# serial_tx

Figure 1. Routing congestion (serial_tx).
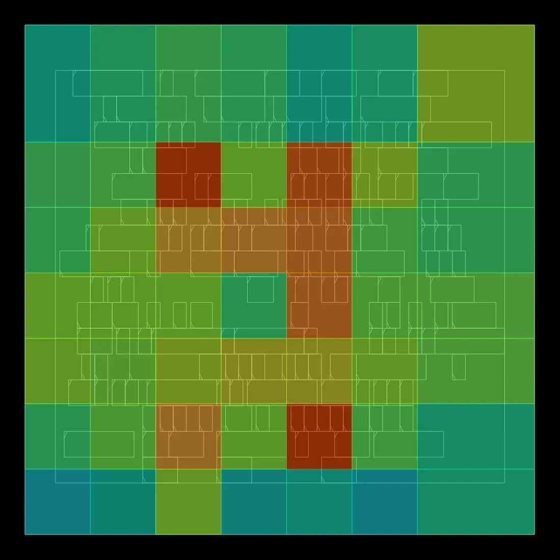

==> config.mk <==
export PLATFORM = sky130hd
export DESIGN_NAME = serial_tx
export DESIGN_NICKNAME = d
export VERILOG_FILES = /design/src/rtl/serial_tx.sv
export SDC_FILE = /design/constraint.sdc
export NUM_CORES = 1
export LEC_CHECK = 0
export ABC_AREA = 1
export CAP_MARGIN = 20
export CORE_MARGIN = 3
export CORE_UTILIZATION = 45
export CTS_CLUSTER_SIZE = 20
export DETAILED_ROUTE_END_ITERATION = 7
export GPL_TIMING_DRIVEN = 1
export PLACE_DENSITY = 0.71
export SLEW_MARGIN = 10
export SYNTH_ARGS = -nofsm -noshare
export SYNTH_HDL_FRONTEND = slang
export SYNTH_SLANG_ARGS = --single-unit
==> constraint.sdc <==
create_clock -name clock -period 3.2 [get_ports clock]
set_input_delay 0.64 -clock clock [delete_from_list [all_inputs] [get_ports clock]]
set_output_delay 0.64 -clock clock [all_outputs]
set_load 0.01 [all_outputs]
==> src/rtl/serial_tx.sv <==
// serial_tx: parallel-in, serial-out transmitter with start/stop framing.
// A word is accepted over a valid/ready handshake and shifted out LSB first
// as one low start bit, DATA_W data bits and one high stop bit. Each bit is
// held for CLKS_PER_BIT enabled clock cycles.
//
// Ports:
//   clock    : system clock, rising edge
//   reset    : synchronous, active-high reset (overrides enable)
//   enable   : clock enable; when low all state and outputs are frozen
//   tx_data  : word to transmit, sampled only at acceptance
//   tx_valid : producer has a word on tx_data
//   tx_ready : combinational, high in IDLE while enable is high
//   tx_line  : serial line, idles high (registered)
//   busy     : high while a frame is in flight (registered)
//   done     : one-cycle pulse on frame completion (registered)
module serial_tx #(
    parameter int unsigned DATA_W       = 8,
    parameter int unsigned CLKS_PER_BIT = 4
) (
    input  logic              clock,
    input  logic              reset,
    input  logic              enable,
    input  logic [DATA_W-1:0] tx_data,
    input  logic              tx_valid,
    output logic              tx_ready,
    output logic              tx_line,
    output logic              busy,
    output logic              done
);

    localparam int unsigned CNT_W = (CLKS_PER_BIT > 1) ? $clog2(CLKS_PER_BIT) : 1;
    localparam int unsigned BIT_W = (DATA_W > 1) ? $clog2(DATA_W) : 1;

    typedef enum logic [1:0] {
        IDLE  = 2'd0,
        START = 2'd1,
        DATA  = 2'd2,
        STOP  = 2'd3
    } state_t;

    state_t            state;
    logic [CNT_W-1:0]  cyc_cnt;
    logic [BIT_W-1:0]  bit_idx;
    logic [DATA_W-1:0] shreg;
    logic [DATA_W-1:0] shreg_shift;
    logic              bit_end;

    // Last enabled cycle of the current serial bit.
    assign bit_end     = (cyc_cnt == CNT_W'(CLKS_PER_BIT - 1));
    assign shreg_shift = shreg >> 1;
    assign tx_ready    = (state == IDLE) && enable;

    // Framing FSM; outputs are registered alongside the state.
    always_ff @(posedge clock) begin
        if (reset) begin
            state   <= IDLE;
            cyc_cnt <= '0;
            bit_idx <= '0;
            shreg   <= '0;
            tx_line <= 1'b1;
            busy    <= 1'b0;
            done    <= 1'b0;
        end else if (enable) begin
            done <= 1'b0;
            case (state)
                IDLE: begin
                    if (tx_valid) begin
                        shreg   <= tx_data;
                        cyc_cnt <= '0;
                        bit_idx <= '0;
                        state   <= START;
                        tx_line <= 1'b0;
                        busy    <= 1'b1;
                    end
                end
                START: begin
                    if (bit_end) begin
                        cyc_cnt <= '0;
                        state   <= DATA;
                        tx_line <= shreg[0];
                    end else begin
                        cyc_cnt <= cyc_cnt + CNT_W'(1);
                    end
                end
                DATA: begin
                    if (bit_end) begin
                        cyc_cnt <= '0;
                        shreg   <= shreg_shift;
                        if (bit_idx == BIT_W'(DATA_W - 1)) begin
                            bit_idx <= '0;
                            state   <= STOP;
                            tx_line <= 1'b1;
                        end else begin
                            bit_idx <= bit_idx + BIT_W'(1);
                            tx_line <= shreg_shift[0];
                        end
                    end else begin
                        cyc_cnt <= cyc_cnt + CNT_W'(1);
                    end
                end
                STOP: begin
                    if (bit_end) begin
                        cyc_cnt <= '0;
                        state   <= IDLE;
                        busy    <= 1'b0;
                        done    <= 1'b1;
                    end else begin
                        cyc_cnt <= cyc_cnt + CNT_W'(1);
                    end
                end
                default: begin
                    state   <= IDLE;
                    tx_line <= 1'b1;
                    busy    <= 1'b0;
                end
            endcase
        end
    end

endmodule
# dz_rx_silo

--- config.mk ---
export PLATFORM = sky130hd
export DESIGN_NAME = dz_rx_silo
export DESIGN_NICKNAME = d
export VERILOG_FILES = /design/src/rtl/dz_pkg.sv /design/src/rtl/dz_silo_fifo.sv /design/src/rtl/dz_rx_silo.sv
export SDC_FILE = /design/constraint.sdc
export NUM_CORES = 1
export LEC_CHECK = 0
export CORE_MARGIN = 2
export CORE_UTILIZATION = 49
export CTS_BUF_LIST = sky130_fd_sc_hd__clkbuf_8
export DETAILED_ROUTE_END_ITERATION = 10
export PLACE_DENSITY_LB_ADDON = 0.12
export SKIP_CTS_REPAIR_TIMING = 1
export SLEW_MARGIN = 0
export SYNTH_ARGS = -nofsm -noshare
export SYNTH_HDL_FRONTEND = slang
export SYNTH_HIERARCHICAL = 1
export SYNTH_SLANG_ARGS = --single-unit
export TNS_END_PERCENT = 10
--- constraint.sdc ---
create_clock -name clk -period 10.7 [get_ports clk]
set_input_delay 2.14 -clock clk [delete_from_list [all_inputs] [get_ports clk]]
set_output_delay 2.14 -clock clk [all_outputs]
set_load 0.05 [all_outputs]
--- src/rtl/dz_pkg.sv ---
// Shared definitions for the DZ receive silo: RBUF field layout, size defaults
// and the scanner state encoding.
package dz_pkg;

  localparam int DZ_DEPTH_DEF = 64;
  localparam int DZ_ALARM_DEF = 16;

  localparam int RB_W        = 16;
  localparam int RB_VALID    = 15;
  localparam int RB_OVRE     = 14;
  localparam int RB_FRME     = 13;
  localparam int RB_PARE     = 12;
  localparam int RB_LINE_LSB = 8;
  localparam int RB_CHAR_LSB = 0;

  typedef enum logic {
    SCAN = 1'b0,
    HOLD = 1'b1
  } scan_state_e;

  function automatic logic [RB_W-1:0] rbuf_pack(input logic ovre, input logic frme,
                                                input logic pare, input logic [2:0] line,
                                                input logic [7:0] ch);
    logic [RB_W-1:0] e;
    e                       = '0;
    e[RB_VALID]             = 1'b1;
    e[RB_OVRE]              = ovre;
    e[RB_FRME]              = frme;
    e[RB_PARE]              = pare;
    e[RB_LINE_LSB +: 3]     = line;
    e[RB_CHAR_LSB +: 8]     = ch;
    return e;
  endfunction

endpackage

--- src/rtl/dz_silo_fifo.sv ---
// Synchronous FIFO backing the receive silo; asynchronous head read so the
// storage maps onto distributed RAM.
module dz_silo_fifo #(
  parameter int DATA_W = 16,
  parameter int DEPTH  = 64,
  localparam int AW    = $clog2(DEPTH)
) (
  input  logic              clk,
  input  logic              rst,
  input  logic              push,
  input  logic              pop,
  input  logic [DATA_W-1:0] din,
  output logic [DATA_W-1:0] head,
  output logic              empty,
  output logic              full,
  output logic [AW:0]       count
);

  logic [DATA_W-1:0] mem [DEPTH];
  logic [AW-1:0]     wr_ptr_q, wr_ptr_d;
  logic [AW-1:0]     rd_ptr_q, rd_ptr_d;
  logic [AW:0]       count_q, count_d;
  logic              push_ok, pop_ok;

  assign empty   = (count_q == '0);
  assign full    = (count_q == (AW+1)'(DEPTH));
  assign pop_ok  = pop & ~empty;
  // A pop on the same edge frees the slot, so a push at full still lands.
  assign push_ok = push & (~full | pop_ok);

  always_comb begin
    wr_ptr_d = wr_ptr_q;
    rd_ptr_d = rd_ptr_q;
    count_d  = count_q;
    if (push_ok) wr_ptr_d = wr_ptr_q + 1'b1;
    if (pop_ok)  rd_ptr_d = rd_ptr_q + 1'b1;
    case ({push_ok, pop_ok})
      2'b10:   count_d = count_q + 1'b1;
      2'b01:   count_d = count_q - 1'b1;
      default: count_d = count_q;
    endcase
  end

  always_ff @(posedge clk) begin
    if (rst) begin
      wr_ptr_q <= '0;
      rd_ptr_q <= '0;
      count_q  <= '0;
    end else begin
      wr_ptr_q <= wr_ptr_d;
      rd_ptr_q <= rd_ptr_d;
      count_q  <= count_d;
    end
  end

  always_ff @(posedge clk) begin
    if (push_ok) mem[wr_ptr_q] <= din;
  end

  assign head  = mem[rd_ptr_q];
  assign count = count_q;

endmodule

--- src/rtl/dz_rx_silo.sv ---
// DZ receive path: scans eight line UARTs, captures characters with their
// error flags into the silo, and raises the silo alarm after ALARM writes.
module dz_rx_silo
  import dz_pkg::*;
#(
  parameter int DEPTH = DZ_DEPTH_DEF,
  parameter int ALARM = DZ_ALARM_DEF
) (
  input  logic            clk,
  input  logic            rst,
  input  logic            clr,
  input  logic            scen,
  input  logic [7:0]      rxfull,
  input  logic [63:0]     rxdata,
  input  logic [7:0]      rxpare,
  input  logic [7:0]      rxfrme,
  input  logic [7:0]      rxovre,
  output logic [7:0]      rxclr,
  input  logic            rbufREAD,
  output logic [RB_W-1:0] rbufDATA,
  output logic            rdone,
  output logic            sa,
  input  logic            saclr
);

  localparam int AW = $clog2(DEPTH);
  localparam int CW = $clog2(ALARM + 1);

  scan_state_e     state_q, state_d;
  logic [2:0]      line_q, line_d;
  logic            ovrpend_q, ovrpend_d;
  logic [CW-1:0]   acnt_q, acnt_d;
  logic            sa_q, sa_d;

  logic            reset_all;
  logic            capture, pop_eff, wr_en;
  logic [RB_W-1:0] entry, silo_head;
  logic            silo_empty, silo_full;
  logic [AW:0]     silo_count;

  assign reset_all = rst | clr;
  // Capture is suppressed while reset/clear is asserted so no flag is cleared for a lost char.
  assign capture   = (state_q == SCAN) & scen & rxfull[line_q] & ~reset_all;
  assign pop_eff   = rbufREAD & ~silo_empty;
  assign wr_en     = capture & (~silo_full | pop_eff);
  assign entry     = rbuf_pack(rxovre[line_q] | ovrpend_q, rxfrme[line_q], rxpare[line_q],
                               line_q, rxdata[{line_q, 3'b000} +: 8]);

  always_comb begin
    state_d = state_q;
    line_d  = line_q;
    rxclr   = 8'h00;
    case (state_q)
      SCAN: begin
        if (capture) begin
          rxclr   = 8'h01 << line_q;
          state_d = HOLD;
        end else if (scen) begin
          line_d = line_q + 3'd1;
        end
      end
      HOLD: begin
        state_d = SCAN;
        line_d  = line_q + 3'd1;
      end
      default: state_d = SCAN;
    endcase
  end

  always_comb begin
    ovrpend_d = ovrpend_q;
    if (wr_en)        ovrpend_d = 1'b0;
    else if (capture) ovrpend_d = 1'b1;

    acnt_d = acnt_q;
    sa_d   = sa_q;
    if (saclr) begin
      acnt_d = '0;
      sa_d   = 1'b0;
    end else if (wr_en && acnt_q != CW'(ALARM)) begin
      acnt_d = acnt_q + 1'b1;
      if (acnt_q == CW'(ALARM - 1)) sa_d = 1'b1;
    end
  end

  always_ff @(posedge clk) begin
    if (reset_all) begin
      state_q   <= SCAN;
      line_q    <= 3'd0;
      ovrpend_q <= 1'b0;
      acnt_q    <= '0;
      sa_q      <= 1'b0;
    end else begin
      state_q   <= state_d;
      line_q    <= line_d;
      ovrpend_q <= ovrpend_d;
      acnt_q    <= acnt_d;
      sa_q      <= sa_d;
    end
  end

  dz_silo_fifo #(
    .DATA_W (RB_W),
    .DEPTH  (DEPTH)
  ) u_fifo (
    .clk   (clk),
    .rst   (reset_all),
    .push  (wr_en),
    .pop   (pop_eff),
    .din   (entry),
    .head  (silo_head),
    .empty (silo_empty),
    .full  (silo_full),
    .count (silo_count)
  );

  assign rdone    = (silo_count != '0);
  assign rbufDATA = silo_empty ? '0 : silo_head;
  assign sa       = sa_q;

endmodule
# add_arbiter_flat

$ cat config.mk
export PLATFORM = sky130hd
export DESIGN_NAME = add_arbiter_flat
export DESIGN_NICKNAME = d
export VERILOG_FILES = /design/src/rtl/add_arb_pkg.sv /design/src/rtl/add_arbiter_if.sv /design/src/rtl/CLA_16bit.sv /design/src/rtl/add_arbiter.sv /design/src/flat_wrapper.sv
export SDC_FILE = /design/constraint.sdc
export NUM_CORES = 1
export LEC_CHECK = 0
export CAP_MARGIN = 0
export CORE_UTILIZATION = 36
export DETAILED_ROUTE_END_ITERATION = 12
export PLACE_DENSITY = 0.85
export SLEW_MARGIN = 20
export SYNTH_ARGS = -nofsm -noshare
export SYNTH_HDL_FRONTEND = slang
export SYNTH_SLANG_ARGS = --single-unit
$ cat constraint.sdc
create_clock -name clk -period 3.3 [get_ports clk]
set_input_delay 0.66 -clock clk [delete_from_list [all_inputs] [get_ports clk]]
set_output_delay 0.66 -clock clk [all_outputs]
set_load 0.01 [all_outputs]
$ cat src/rtl/add_arb_pkg.sv
// add_arb_pkg: shared types for the shared-adder arbiter.
// Widths, requester IDs, FSM states and the operand bundle.
package add_arb_pkg;

    localparam int ADD_W = 16;

    typedef enum logic {
        REQ_ALU = 1'b0,
        REQ_AGU = 1'b1
    } req_id_t;

    typedef enum logic {
        EMPTY = 1'b0,
        FULL  = 1'b1
    } arb_state_t;

    typedef struct packed {
        logic [ADD_W-1:0] a;
        logic [ADD_W-1:0] b;
        logic             cin;
    } add_op_t;

    // Signed overflow: like-signed operands, result sign differs.
    function automatic logic ovf_of(
        input logic [ADD_W-1:0] a,
        input logic [ADD_W-1:0] b,
        input logic [ADD_W-1:0] s
    );
        return (a[ADD_W-1] == b[ADD_W-1]) &&
               (s[ADD_W-1] != a[ADD_W-1]);
    endfunction

endpackage

$ cat src/rtl/add_arbiter_if.sv
// add_arbiter_if: two requester ports plus the result port.
// rsp_ovf exists only when ADD_ARB_OVF_EN is defined.
interface add_arbiter_if;
    import add_arb_pkg::*;

    logic             req0_valid;
    logic [ADD_W-1:0] req0_a;
    logic [ADD_W-1:0] req0_b;
    logic             req0_cin;
    logic             req0_ready;

    logic             req1_valid;
    logic [ADD_W-1:0] req1_a;
    logic [ADD_W-1:0] req1_b;
    logic             req1_cin;
    logic             req1_ready;

    logic             rsp_valid;
    req_id_t          rsp_id;
    logic [ADD_W-1:0] rsp_sum;
    logic             rsp_cout;
`ifdef ADD_ARB_OVF_EN
    logic             rsp_ovf;
`endif
    logic             rsp_ready;

    modport master (
        output req0_valid, req0_a, req0_b, req0_cin,
        input  req0_ready,
        output req1_valid, req1_a, req1_b, req1_cin,
        input  req1_ready,
        input  rsp_valid, rsp_id, rsp_sum, rsp_cout,
`ifdef ADD_ARB_OVF_EN
        input  rsp_ovf,
`endif
        output rsp_ready
    );

    modport slave (
        input  req0_valid, req0_a, req0_b, req0_cin,
        output req0_ready,
        input  req1_valid, req1_a, req1_b, req1_cin,
        output req1_ready,
        output rsp_valid, rsp_id, rsp_sum, rsp_cout,
`ifdef ADD_ARB_OVF_EN
        output rsp_ovf,
`endif
        input  rsp_ready
    );

endinterface

$ cat src/rtl/CLA_16bit.sv
// CLA_16bit: 16-bit two-level carry-lookahead adder.
// Four 4-bit lookahead groups under one group-level lookahead.
module CLA_16bit
    import add_arb_pkg::*;
(
    input  logic [ADD_W-1:0] a,
    input  logic [ADD_W-1:0] b,
    input  logic             cin,
    output logic [ADD_W-1:0] sum,
    output logic             cout
);

    // Flat sum-of-products carries for one 4-bit group.
    function automatic logic [4:0] cla4(
        input logic [3:0] g,
        input logic [3:0] p,
        input logic       c0
    );
        logic [4:0] c;
        c[0] = c0;
        c[1] = g[0] | (p[0] & c0);
        c[2] = g[1] | (p[1] & g[0])
             | (p[1] & p[0] & c0);
        c[3] = g[2] | (p[2] & g[1])
             | (p[2] & p[1] & g[0])
             | (p[2] & p[1] & p[0] & c0);
        c[4] = g[3] | (p[3] & g[2])
             | (p[3] & p[2] & g[1])
             | (p[3] & p[2] & p[1] & g[0])
             | (p[3] & p[2] & p[1] & p[0] & c0);
        return c;
    endfunction

    logic [ADD_W-1:0] g;
    logic [ADD_W-1:0] p;
    logic [ADD_W-1:0] c;
    logic [3:0]       gg;
    logic [3:0]       gp;
    logic [4:0]       cg;
    logic [4:0]       blk;

    always_comb begin
        g   = a & b;
        p   = a ^ b;
        gg  = '0;
        gp  = '0;
        c   = '0;
        blk = '0;
        for (int k = 0; k < 4; k++) begin
            blk   = cla4(g[4*k +: 4], p[4*k +: 4], 1'b0);
            gg[k] = blk[4];
            gp[k] = &p[4*k +: 4];
        end
        cg = cla4(gg, gp, cin);
        for (int k = 0; k < 4; k++) begin
            blk          = cla4(g[4*k +: 4], p[4*k +: 4], cg[k]);
            c[4*k +: 4]  = blk[3:0];
        end
    end

    assign sum  = p ^ c;
    assign cout = cg[4];

endmodule

$ cat src/rtl/add_arbiter.sv
// add_arbiter: round-robin share of one CLA between two requesters.
// Define ADD_ARB_OVF_EN to add the registered rsp_ovf output.
module add_arbiter
    import add_arb_pkg::*;
(
    input logic          clk,
    input logic          rst_n,
    add_arbiter_if.slave bus
);

    arb_state_t       state_q;
    arb_state_t       state_d;
    req_id_t          last_q;
    req_id_t          gnt_id;
    logic             gnt0;
    logic             gnt1;
    logic             can_accept;
    logic             ready0;
    logic             ready1;
    logic             accept;
    add_op_t          op;
    logic [ADD_W-1:0] sum;
    logic             cout;
    logic [ADD_W-1:0] sum_q;
    logic             cout_q;
    req_id_t          id_q;

    assign can_accept = (state_q == EMPTY) | bus.rsp_ready;

    // On a tie the requester that did not win last time goes first.
    always_comb begin
        gnt0 = bus.req0_valid &
               (~bus.req1_valid | (last_q == REQ_AGU));
        gnt1 = bus.req1_valid &
               (~bus.req0_valid | (last_q == REQ_ALU));
    end

    assign ready0 = rst_n & can_accept & gnt0;
    assign ready1 = rst_n & can_accept & gnt1;
    assign accept = ready0 | ready1;
    assign gnt_id = gnt1 ? REQ_AGU : REQ_ALU;

    always_comb begin
        op = '0;
        unique case (1'b1)
            gnt0: begin
                op.a   = bus.req0_a;
                op.b   = bus.req0_b;
                op.cin = bus.req0_cin;
            end
            gnt1: begin
                op.a   = bus.req1_a;
                op.b   = bus.req1_b;
                op.cin = bus.req1_cin;
            end
            default: ;
        endcase
    end

    CLA_16bit u_cla (
        .a    (op.a),
        .b    (op.b),
        .cin  (op.cin),
        .sum  (sum),
        .cout (cout)
    );

    // Drain and accept together keep the register FULL.
    always_comb begin
        state_d = state_q;
        if (accept) begin
            state_d = FULL;
        end else if (bus.rsp_ready) begin
            state_d = EMPTY;
        end
    end

    always_ff @(posedge clk or negedge rst_n) begin
        if (!rst_n) begin
            state_q <= EMPTY;
            last_q  <= REQ_AGU;
        end else begin
            state_q <= state_d;
            if (accept) begin
                last_q <= gnt_id;
            end
        end
    end

    always_ff @(posedge clk or negedge rst_n) begin
        if (!rst_n) begin
            sum_q  <= '0;
            cout_q <= 1'b0;
            id_q   <= REQ_ALU;
        end else if (accept) begin
            sum_q  <= sum;
            cout_q <= cout;
            id_q   <= gnt_id;
        end
    end

`ifdef ADD_ARB_OVF_EN
    logic ovf_q;

    always_ff @(posedge clk or negedge rst_n) begin
        if (!rst_n) begin
            ovf_q <= 1'b0;
        end else if (accept) begin
            ovf_q <= ovf_of(op.a, op.b, sum);
        end
    end

    assign bus.rsp_ovf = ovf_q;
`endif

    assign bus.req0_ready = ready0;
    assign bus.req1_ready = ready1;
    assign bus.rsp_valid  = (state_q == FULL);
    assign bus.rsp_id     = id_q;
    assign bus.rsp_sum    = sum_q;
    assign bus.rsp_cout   = cout_q;

endmodule
$ cat src/flat_wrapper.sv
// flat-port wrapper written by rule: the top's interface ports become plain ports
module add_arbiter_flat import add_arb_pkg::*;
  (clk, rst_n, bus_req0_valid, bus_req0_a, bus_req0_b, bus_req0_cin, bus_req0_ready, bus_req1_valid, bus_req1_a, bus_req1_b, bus_req1_cin, bus_req1_ready, bus_rsp_valid, bus_rsp_id, bus_rsp_sum, bus_rsp_cout, bus_rsp_ready);
  add_arbiter_if bus_i ();
  input logic clk;
  input logic rst_n;
  input wire logic [$bits(bus_i.req0_valid)-1:0] bus_req0_valid;
  input wire logic [$bits(bus_i.req0_a)-1:0] bus_req0_a;
  input wire logic [$bits(bus_i.req0_b)-1:0] bus_req0_b;
  input wire logic [$bits(bus_i.req0_cin)-1:0] bus_req0_cin;
  output wire logic [$bits(bus_i.req0_ready)-1:0] bus_req0_ready;
  input wire logic [$bits(bus_i.req1_valid)-1:0] bus_req1_valid;
  input wire logic [$bits(bus_i.req1_a)-1:0] bus_req1_a;
  input wire logic [$bits(bus_i.req1_b)-1:0] bus_req1_b;
  input wire logic [$bits(bus_i.req1_cin)-1:0] bus_req1_cin;
  output wire logic [$bits(bus_i.req1_ready)-1:0] bus_req1_ready;
  output wire logic [$bits(bus_i.rsp_valid)-1:0] bus_rsp_valid;
  output wire logic [$bits(bus_i.rsp_id)-1:0] bus_rsp_id;
  output wire logic [$bits(bus_i.rsp_sum)-1:0] bus_rsp_sum;
  output wire logic [$bits(bus_i.rsp_cout)-1:0] bus_rsp_cout;
  input wire logic [$bits(bus_i.rsp_ready)-1:0] bus_rsp_ready;
  assign bus_i.req0_valid = bus_req0_valid;
  assign bus_i.req0_a = bus_req0_a;
  assign bus_i.req0_b = bus_req0_b;
  assign bus_i.req0_cin = bus_req0_cin;
  assign bus_req0_ready = bus_i.req0_ready;
  assign bus_i.req1_valid = bus_req1_valid;
  assign bus_i.req1_a = bus_req1_a;
  assign bus_i.req1_b = bus_req1_b;
  assign bus_i.req1_cin = bus_req1_cin;
  assign bus_req1_ready = bus_i.req1_ready;
  assign bus_rsp_valid = bus_i.rsp_valid;
  assign bus_rsp_id = bus_i.rsp_id;
  assign bus_rsp_sum = bus_i.rsp_sum;
  assign bus_rsp_cout = bus_i.rsp_cout;
  assign bus_i.rsp_ready = bus_rsp_ready;
  add_arbiter u_core (.clk(clk), .rst_n(rst_n), .bus(bus_i));
endmodule
Figure 2. The metal 3 layer (serial_tx).
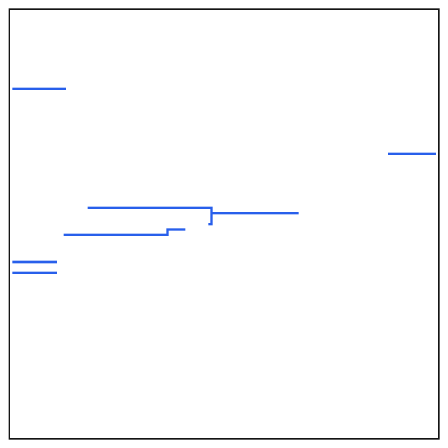
share of all routed wire = 3.4%
main direction = horizontal
longest straight run = 15.4 microns

## Picture notes: Figure 1
met3 Use GR: 5.82%
met1 global-route usage: 19.9%
overall routing resource usage: 16.6%
met2 GRT Util: 27.4%

==> flow_metrics.py, serial_tx <==
# Synthesis and PnR figures
metrics = {
    "run_status": {
        "status": "finished clean",
    },
    "sta": {
        "slew_headroom_pct": 52.8,
    },
    "routing": {
        "totalWireLength_microns": 1980,
        "dr.pass1.iters": 4,
        "routed.top_layer": "met4",
        "wl_met2_microns": 919,
        "wl_per_cell_microns": 10.1,
        "first_iter_violations": 18,
    },
    "critical_path": {
        "crit_slowest_cell": "clkdlybuf4s50_1",
        "cp_data_arrival_time_ps": 1890,
        "path_delay_family": "buffers and inverters",
        "critical-path-max-stage-delay_ps": 590,
        "critPathCaptureType": "output pin",
    },
    "yosys": {
        "ys_seq_elements": 18,
        "edf_count": 0,
        "top_area_cell": "dfxtp_1",
        "synth-cells-yosys": 155,
        "yosys.area_share.xor_xnor_pct": 0,
    },
    "cts": {
        "numCtsBuffers": 3,
        "cts_tree": "built",
        "cts_setup_buffers": 0,
        "htreeDepth": 1,
    },
    "power": {
        "ir_drop_mv": 0.441,
        "p_seq_share_pct": 39.9,
        "p_seq_uw": 319,
    },
    "die": {
        "dieArea_sq_um": 2890,
        "ios": 16,
        "fp.dieW_microns": 53.8,
    },
    "cells_and_area": {
        "fin_nets": 191,
        "finalInstanceArea_sq_um": 1210,
        "fin_util_pct": 58.9,
        "drive_above_1_share_pct": 4.71,
    },
    "place": {
        "globalplace.congestion": 0.830,
        "io_buffers": 15,
    },
    "grt": {
        "antenna_found_initial": 0,
        "top_usage_layer": "met2",
        "grt_start_max_net_pins": 21,
    },
    "worst_hold_path": {
        "worstHoldPathType": "reg2reg",
    },
}
## serial_tx: sequential cells by signal, summed over array words and instances (netlist names)
signal   flops
tx_line      1
shreg        8
cyc_cnt      2
done         1
state        2
busy         1
bit_idx      3
## serial_tx: layout make-up
type	count	area, sq um
tap	27	33.8
multi-input combinational	120	584
timing repair buffer	15	150
inverter	13	48.8
sequential	18	360
clock buffer	4	36.3
fill	206	848
## serial_tx: worst paths after layout
path | startpoint | end | slack [ps] | cells after the start
max | enable | tx_ready | 670 | 4
min | busy | busy | 460 | 2
max reg2reg | state[0] | shreg[4] | 1210 | 8
min reg2reg | busy | busy | 460 | 2
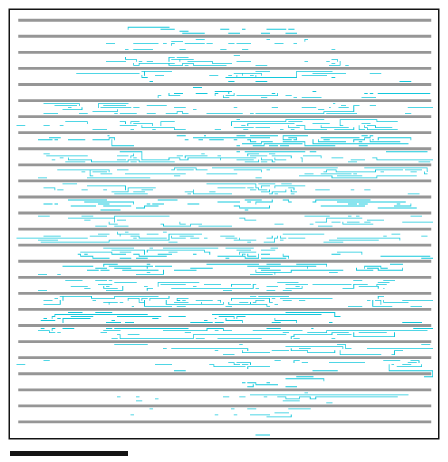
Figure 3: add_arbiter_flat, the metal 1 layer.
Scale bar: 20 microns. Supply wires on this layer in gray.
longest straight run = 26.7 microns
nets with wire on the layer = 360
share of all routed wire = 41%
main direction = horizontal
wire length on this layer = 2130 microns

==> flow_metrics.py, add_arbiter_flat <==
# Synthesis and PnR figures
metrics = {
    "power": {
        "ir_drop_mv": 0.255,
        "combPwrFrac_pct": 60.8,
        "p_seq_uw": 391,
        "power_leader": "combinational cells",
        "p_seq_share_pct": 27.4,
        "pg_comb_uw": 868,
        "clk-power_uw": 169,
    },
    "cells_and_area": {
        "dominant_cells": "buffers",
        "stdcell_count": 393,
        "nFlopsAndLatches": 20,
        "buffers": 138,
        "fin_nets": 418,
        "layout_top_cell": "clkdlybuf4s50_1",
        "drive_above_1_share_pct": 19.0,
        "bufAreaShareNonClock_pct": 40.1,
        "fin_util_pct": 67.1,
        "logic_area_sq_um": 1230,
    },
    "critical_path": {
        "crit_type": "reg2reg",
        "required_ps": 3450,
        "cp_data_arrival_time_ps": 3300,
        "critPathCaptureType": "flip-flop",
    },
    "routing": {
        "wl_met2_microns": 2840,
        "drt-met1-wl_microns": 2130,
        "first_iter_violations": 78,
        "num_vias": 2037,
    },
    "die": {
        "core-area_sq_um": 4750,
        "ios": 92,
    },
    "yosys": {
        "synth-seq-area-share_pct": 28.1,
        "syn_nets": 285,
    },
    "sta": {
        "hold_viol_final": 0,
        "rsz0062_at_grt": "no",
        "fin_setup_tns_ps": 0,
    },
    "place": {
        "io_buffers": 91,
    },
    "run_status": {
        "status": "finished clean",
    },
    "grt": {
        "grt_pass1_wl_microns": 8640,
    },
    "cts": {
        "htreeDepth": 1,
    },
}
[add_arbiter_flat: cells by family after synthesis]
kind of cell             Yosys count  synth area share (%)
flip-flops                        20                  28.1
AND/OR/NAND/NOR                   41                  12.0
buffers and inverters             23                  4.83
AND-OR/OR-AND                     81                  34.7
multiplexers                       3                  1.82
adder cells (fa/ha/maj)           20                  15.7
XOR/XNOR                           6                  2.94
[add_arbiter_flat: timing repair]
action / in CTS / in global routing
gates cloned: 1 / 0
resized: 3 / 5
pin swaps: 2 / 0
buffers inserted: 3 / 0
setup endpoints to repair: 9 / 6
Figure 4. The metal 3 layer (dz_rx_silo).
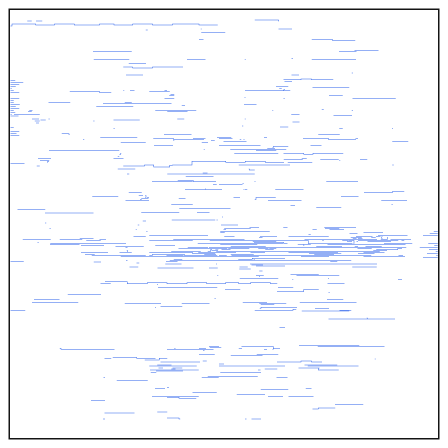
share of all routed wire = 6.3%
longest straight run = 137 microns
main direction = horizontal
nets with wire on the layer = 222

==> flow_metrics.py, dz_rx_silo <==
# Synthesis and PnR figures
metrics = {
    "run_status": {
        "status": "finished clean",
    },
    "die": {
        "rows": 107,
        "core-area_sq_um": 85100,
        "core_util_floorplan_pct": 49.4,
        "ios": 128,
    },
    "critical_path": {
        "r2r_slack_ps": 5980,
        "path_cells": "buf_4 -> nand2b_1 -> nor3_1 -> a211oi_1 -> o2111ai_1 -> o21ai_1 -> nor2b_1 -> clkdlybuf4s50_1",
        "timing.rr.end": "u_fifo/mem[0][5]",
        "crit_type": "reg2out",
        "start_kind": "flip-flop",
    },
    "cells_and_area": {
        "drive_above_1_share_pct": 23.5,
        "insertedDiodeCount": 1,
        "fin_util_pct": 57.3,
        "buffers": 221,
        "largest_reg_flops": 1024,
        "comb.multi_input.count": 1039,
        "dominant_cells": "sequential cells",
        "nClkBuffers": 177,
    },
    "yosys": {
        "synth-cells-yosys": 2106,
        "most_common_cell": "edfxtp_1",
        "synthSimpleGateAreaFrac_pct": 3.98,
        "ys_sh_adder_pct": 0.523,
        "common_cells": "edfxtp_1, mux4_2, nor2_1",
        "logic_family": "multiplexers",
        "yosysUniqueCellTypes": 69,
    },
    "routing": {
        "remaining_drc_errors": 0,
        "drt-vias-per-instance": 5.77,
        "ant_nets": 0,
    },
    "power": {
        "ir_drop_mv": 0.109,
        "p_clk_share_pct": 40.7,
        "p_sw_mw": 1.77,
        "total_power_mw": 8.14,
        "internal_power_mw": 6.37,
        "combPwrFrac_pct": 2.7,
    },
    "grt": {
        "top_usage_layer": "met2",
        "grt_usage_pct": 23.1,
        "grt_pass1_vias": 22800,
        "antenna_found_initial": 3,
    },
    "sta": {
        "skew_ps": 49.4,
        "maxSlewViolCount": 0,
        "finalCriticalPeriod_ps": 7510,
        "finalSetupViolations": 0,
        "setup_slack_ps": 3190,
        "hold_viol_final": 0,
    },
    "place": {
        "place.detailed.hpwl_microns": 59400,
        "globalplace.congestion": 0.904,
        "place_inst": 3487,
    },
    "job": {
        "warning_count": 38,
    },
    "worst_hold_path": {
        "worstHoldPathType": "reg2reg",
        "worst_hold_startpoint": "ovrpend_q",
    },
    "cts": {
        "cts.sinks": 1060,
        "clockBufferDepth": 3,
    },
}
## dz_rx_silo: power by group through the flow
| stage | clock network, mW | logic, mW | registers [mW] |
|---|---|---|---|
| after floorplan | 0 | 0.0905 | 4.70 |
| after global placement | 0 | 0.208 | 4.70 |
| after detailed placement | 0 | 0.220 | 4.70 |
| after CTS | 3.40 | 0.220 | 4.61 |
| after global routing | 3.58 | 0.238 | 4.61 |
| final | 3.31 | 0.219 | 4.61 |


==> notes/layouts.md <==
Pictures saved along the way, in no particular order.

Metal 2.
picture 1
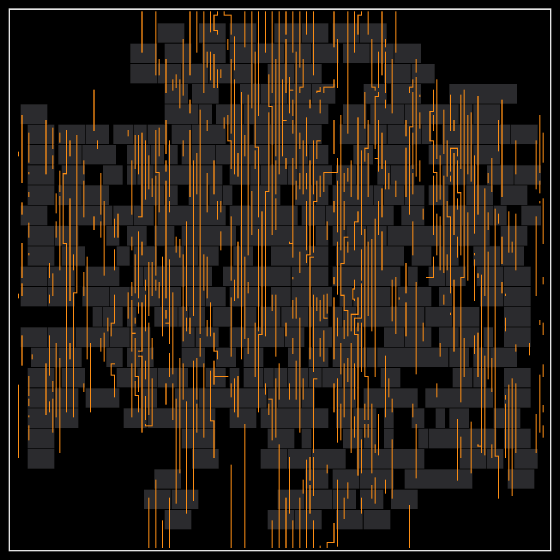
picture 2
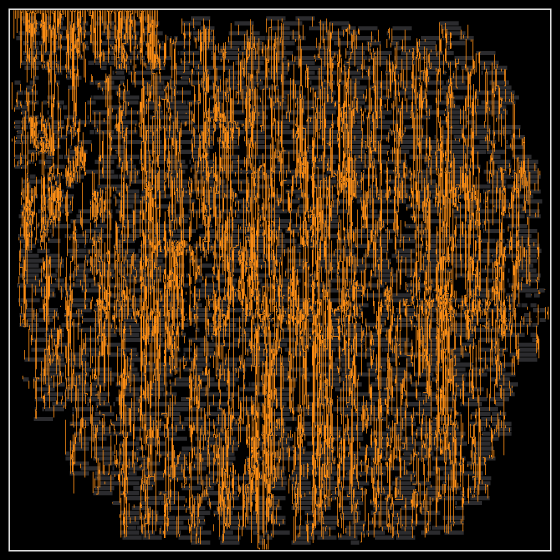
picture 3
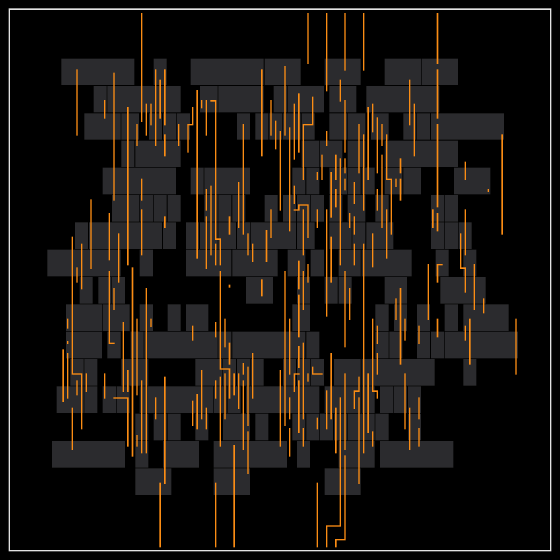
Picture 2 is dz_rx_silo.
Picture 3 is serial_tx.
Picture 1 is add_arbiter_flat.

Power figures rest on the tool's default switching activity, not on a simulated workload.
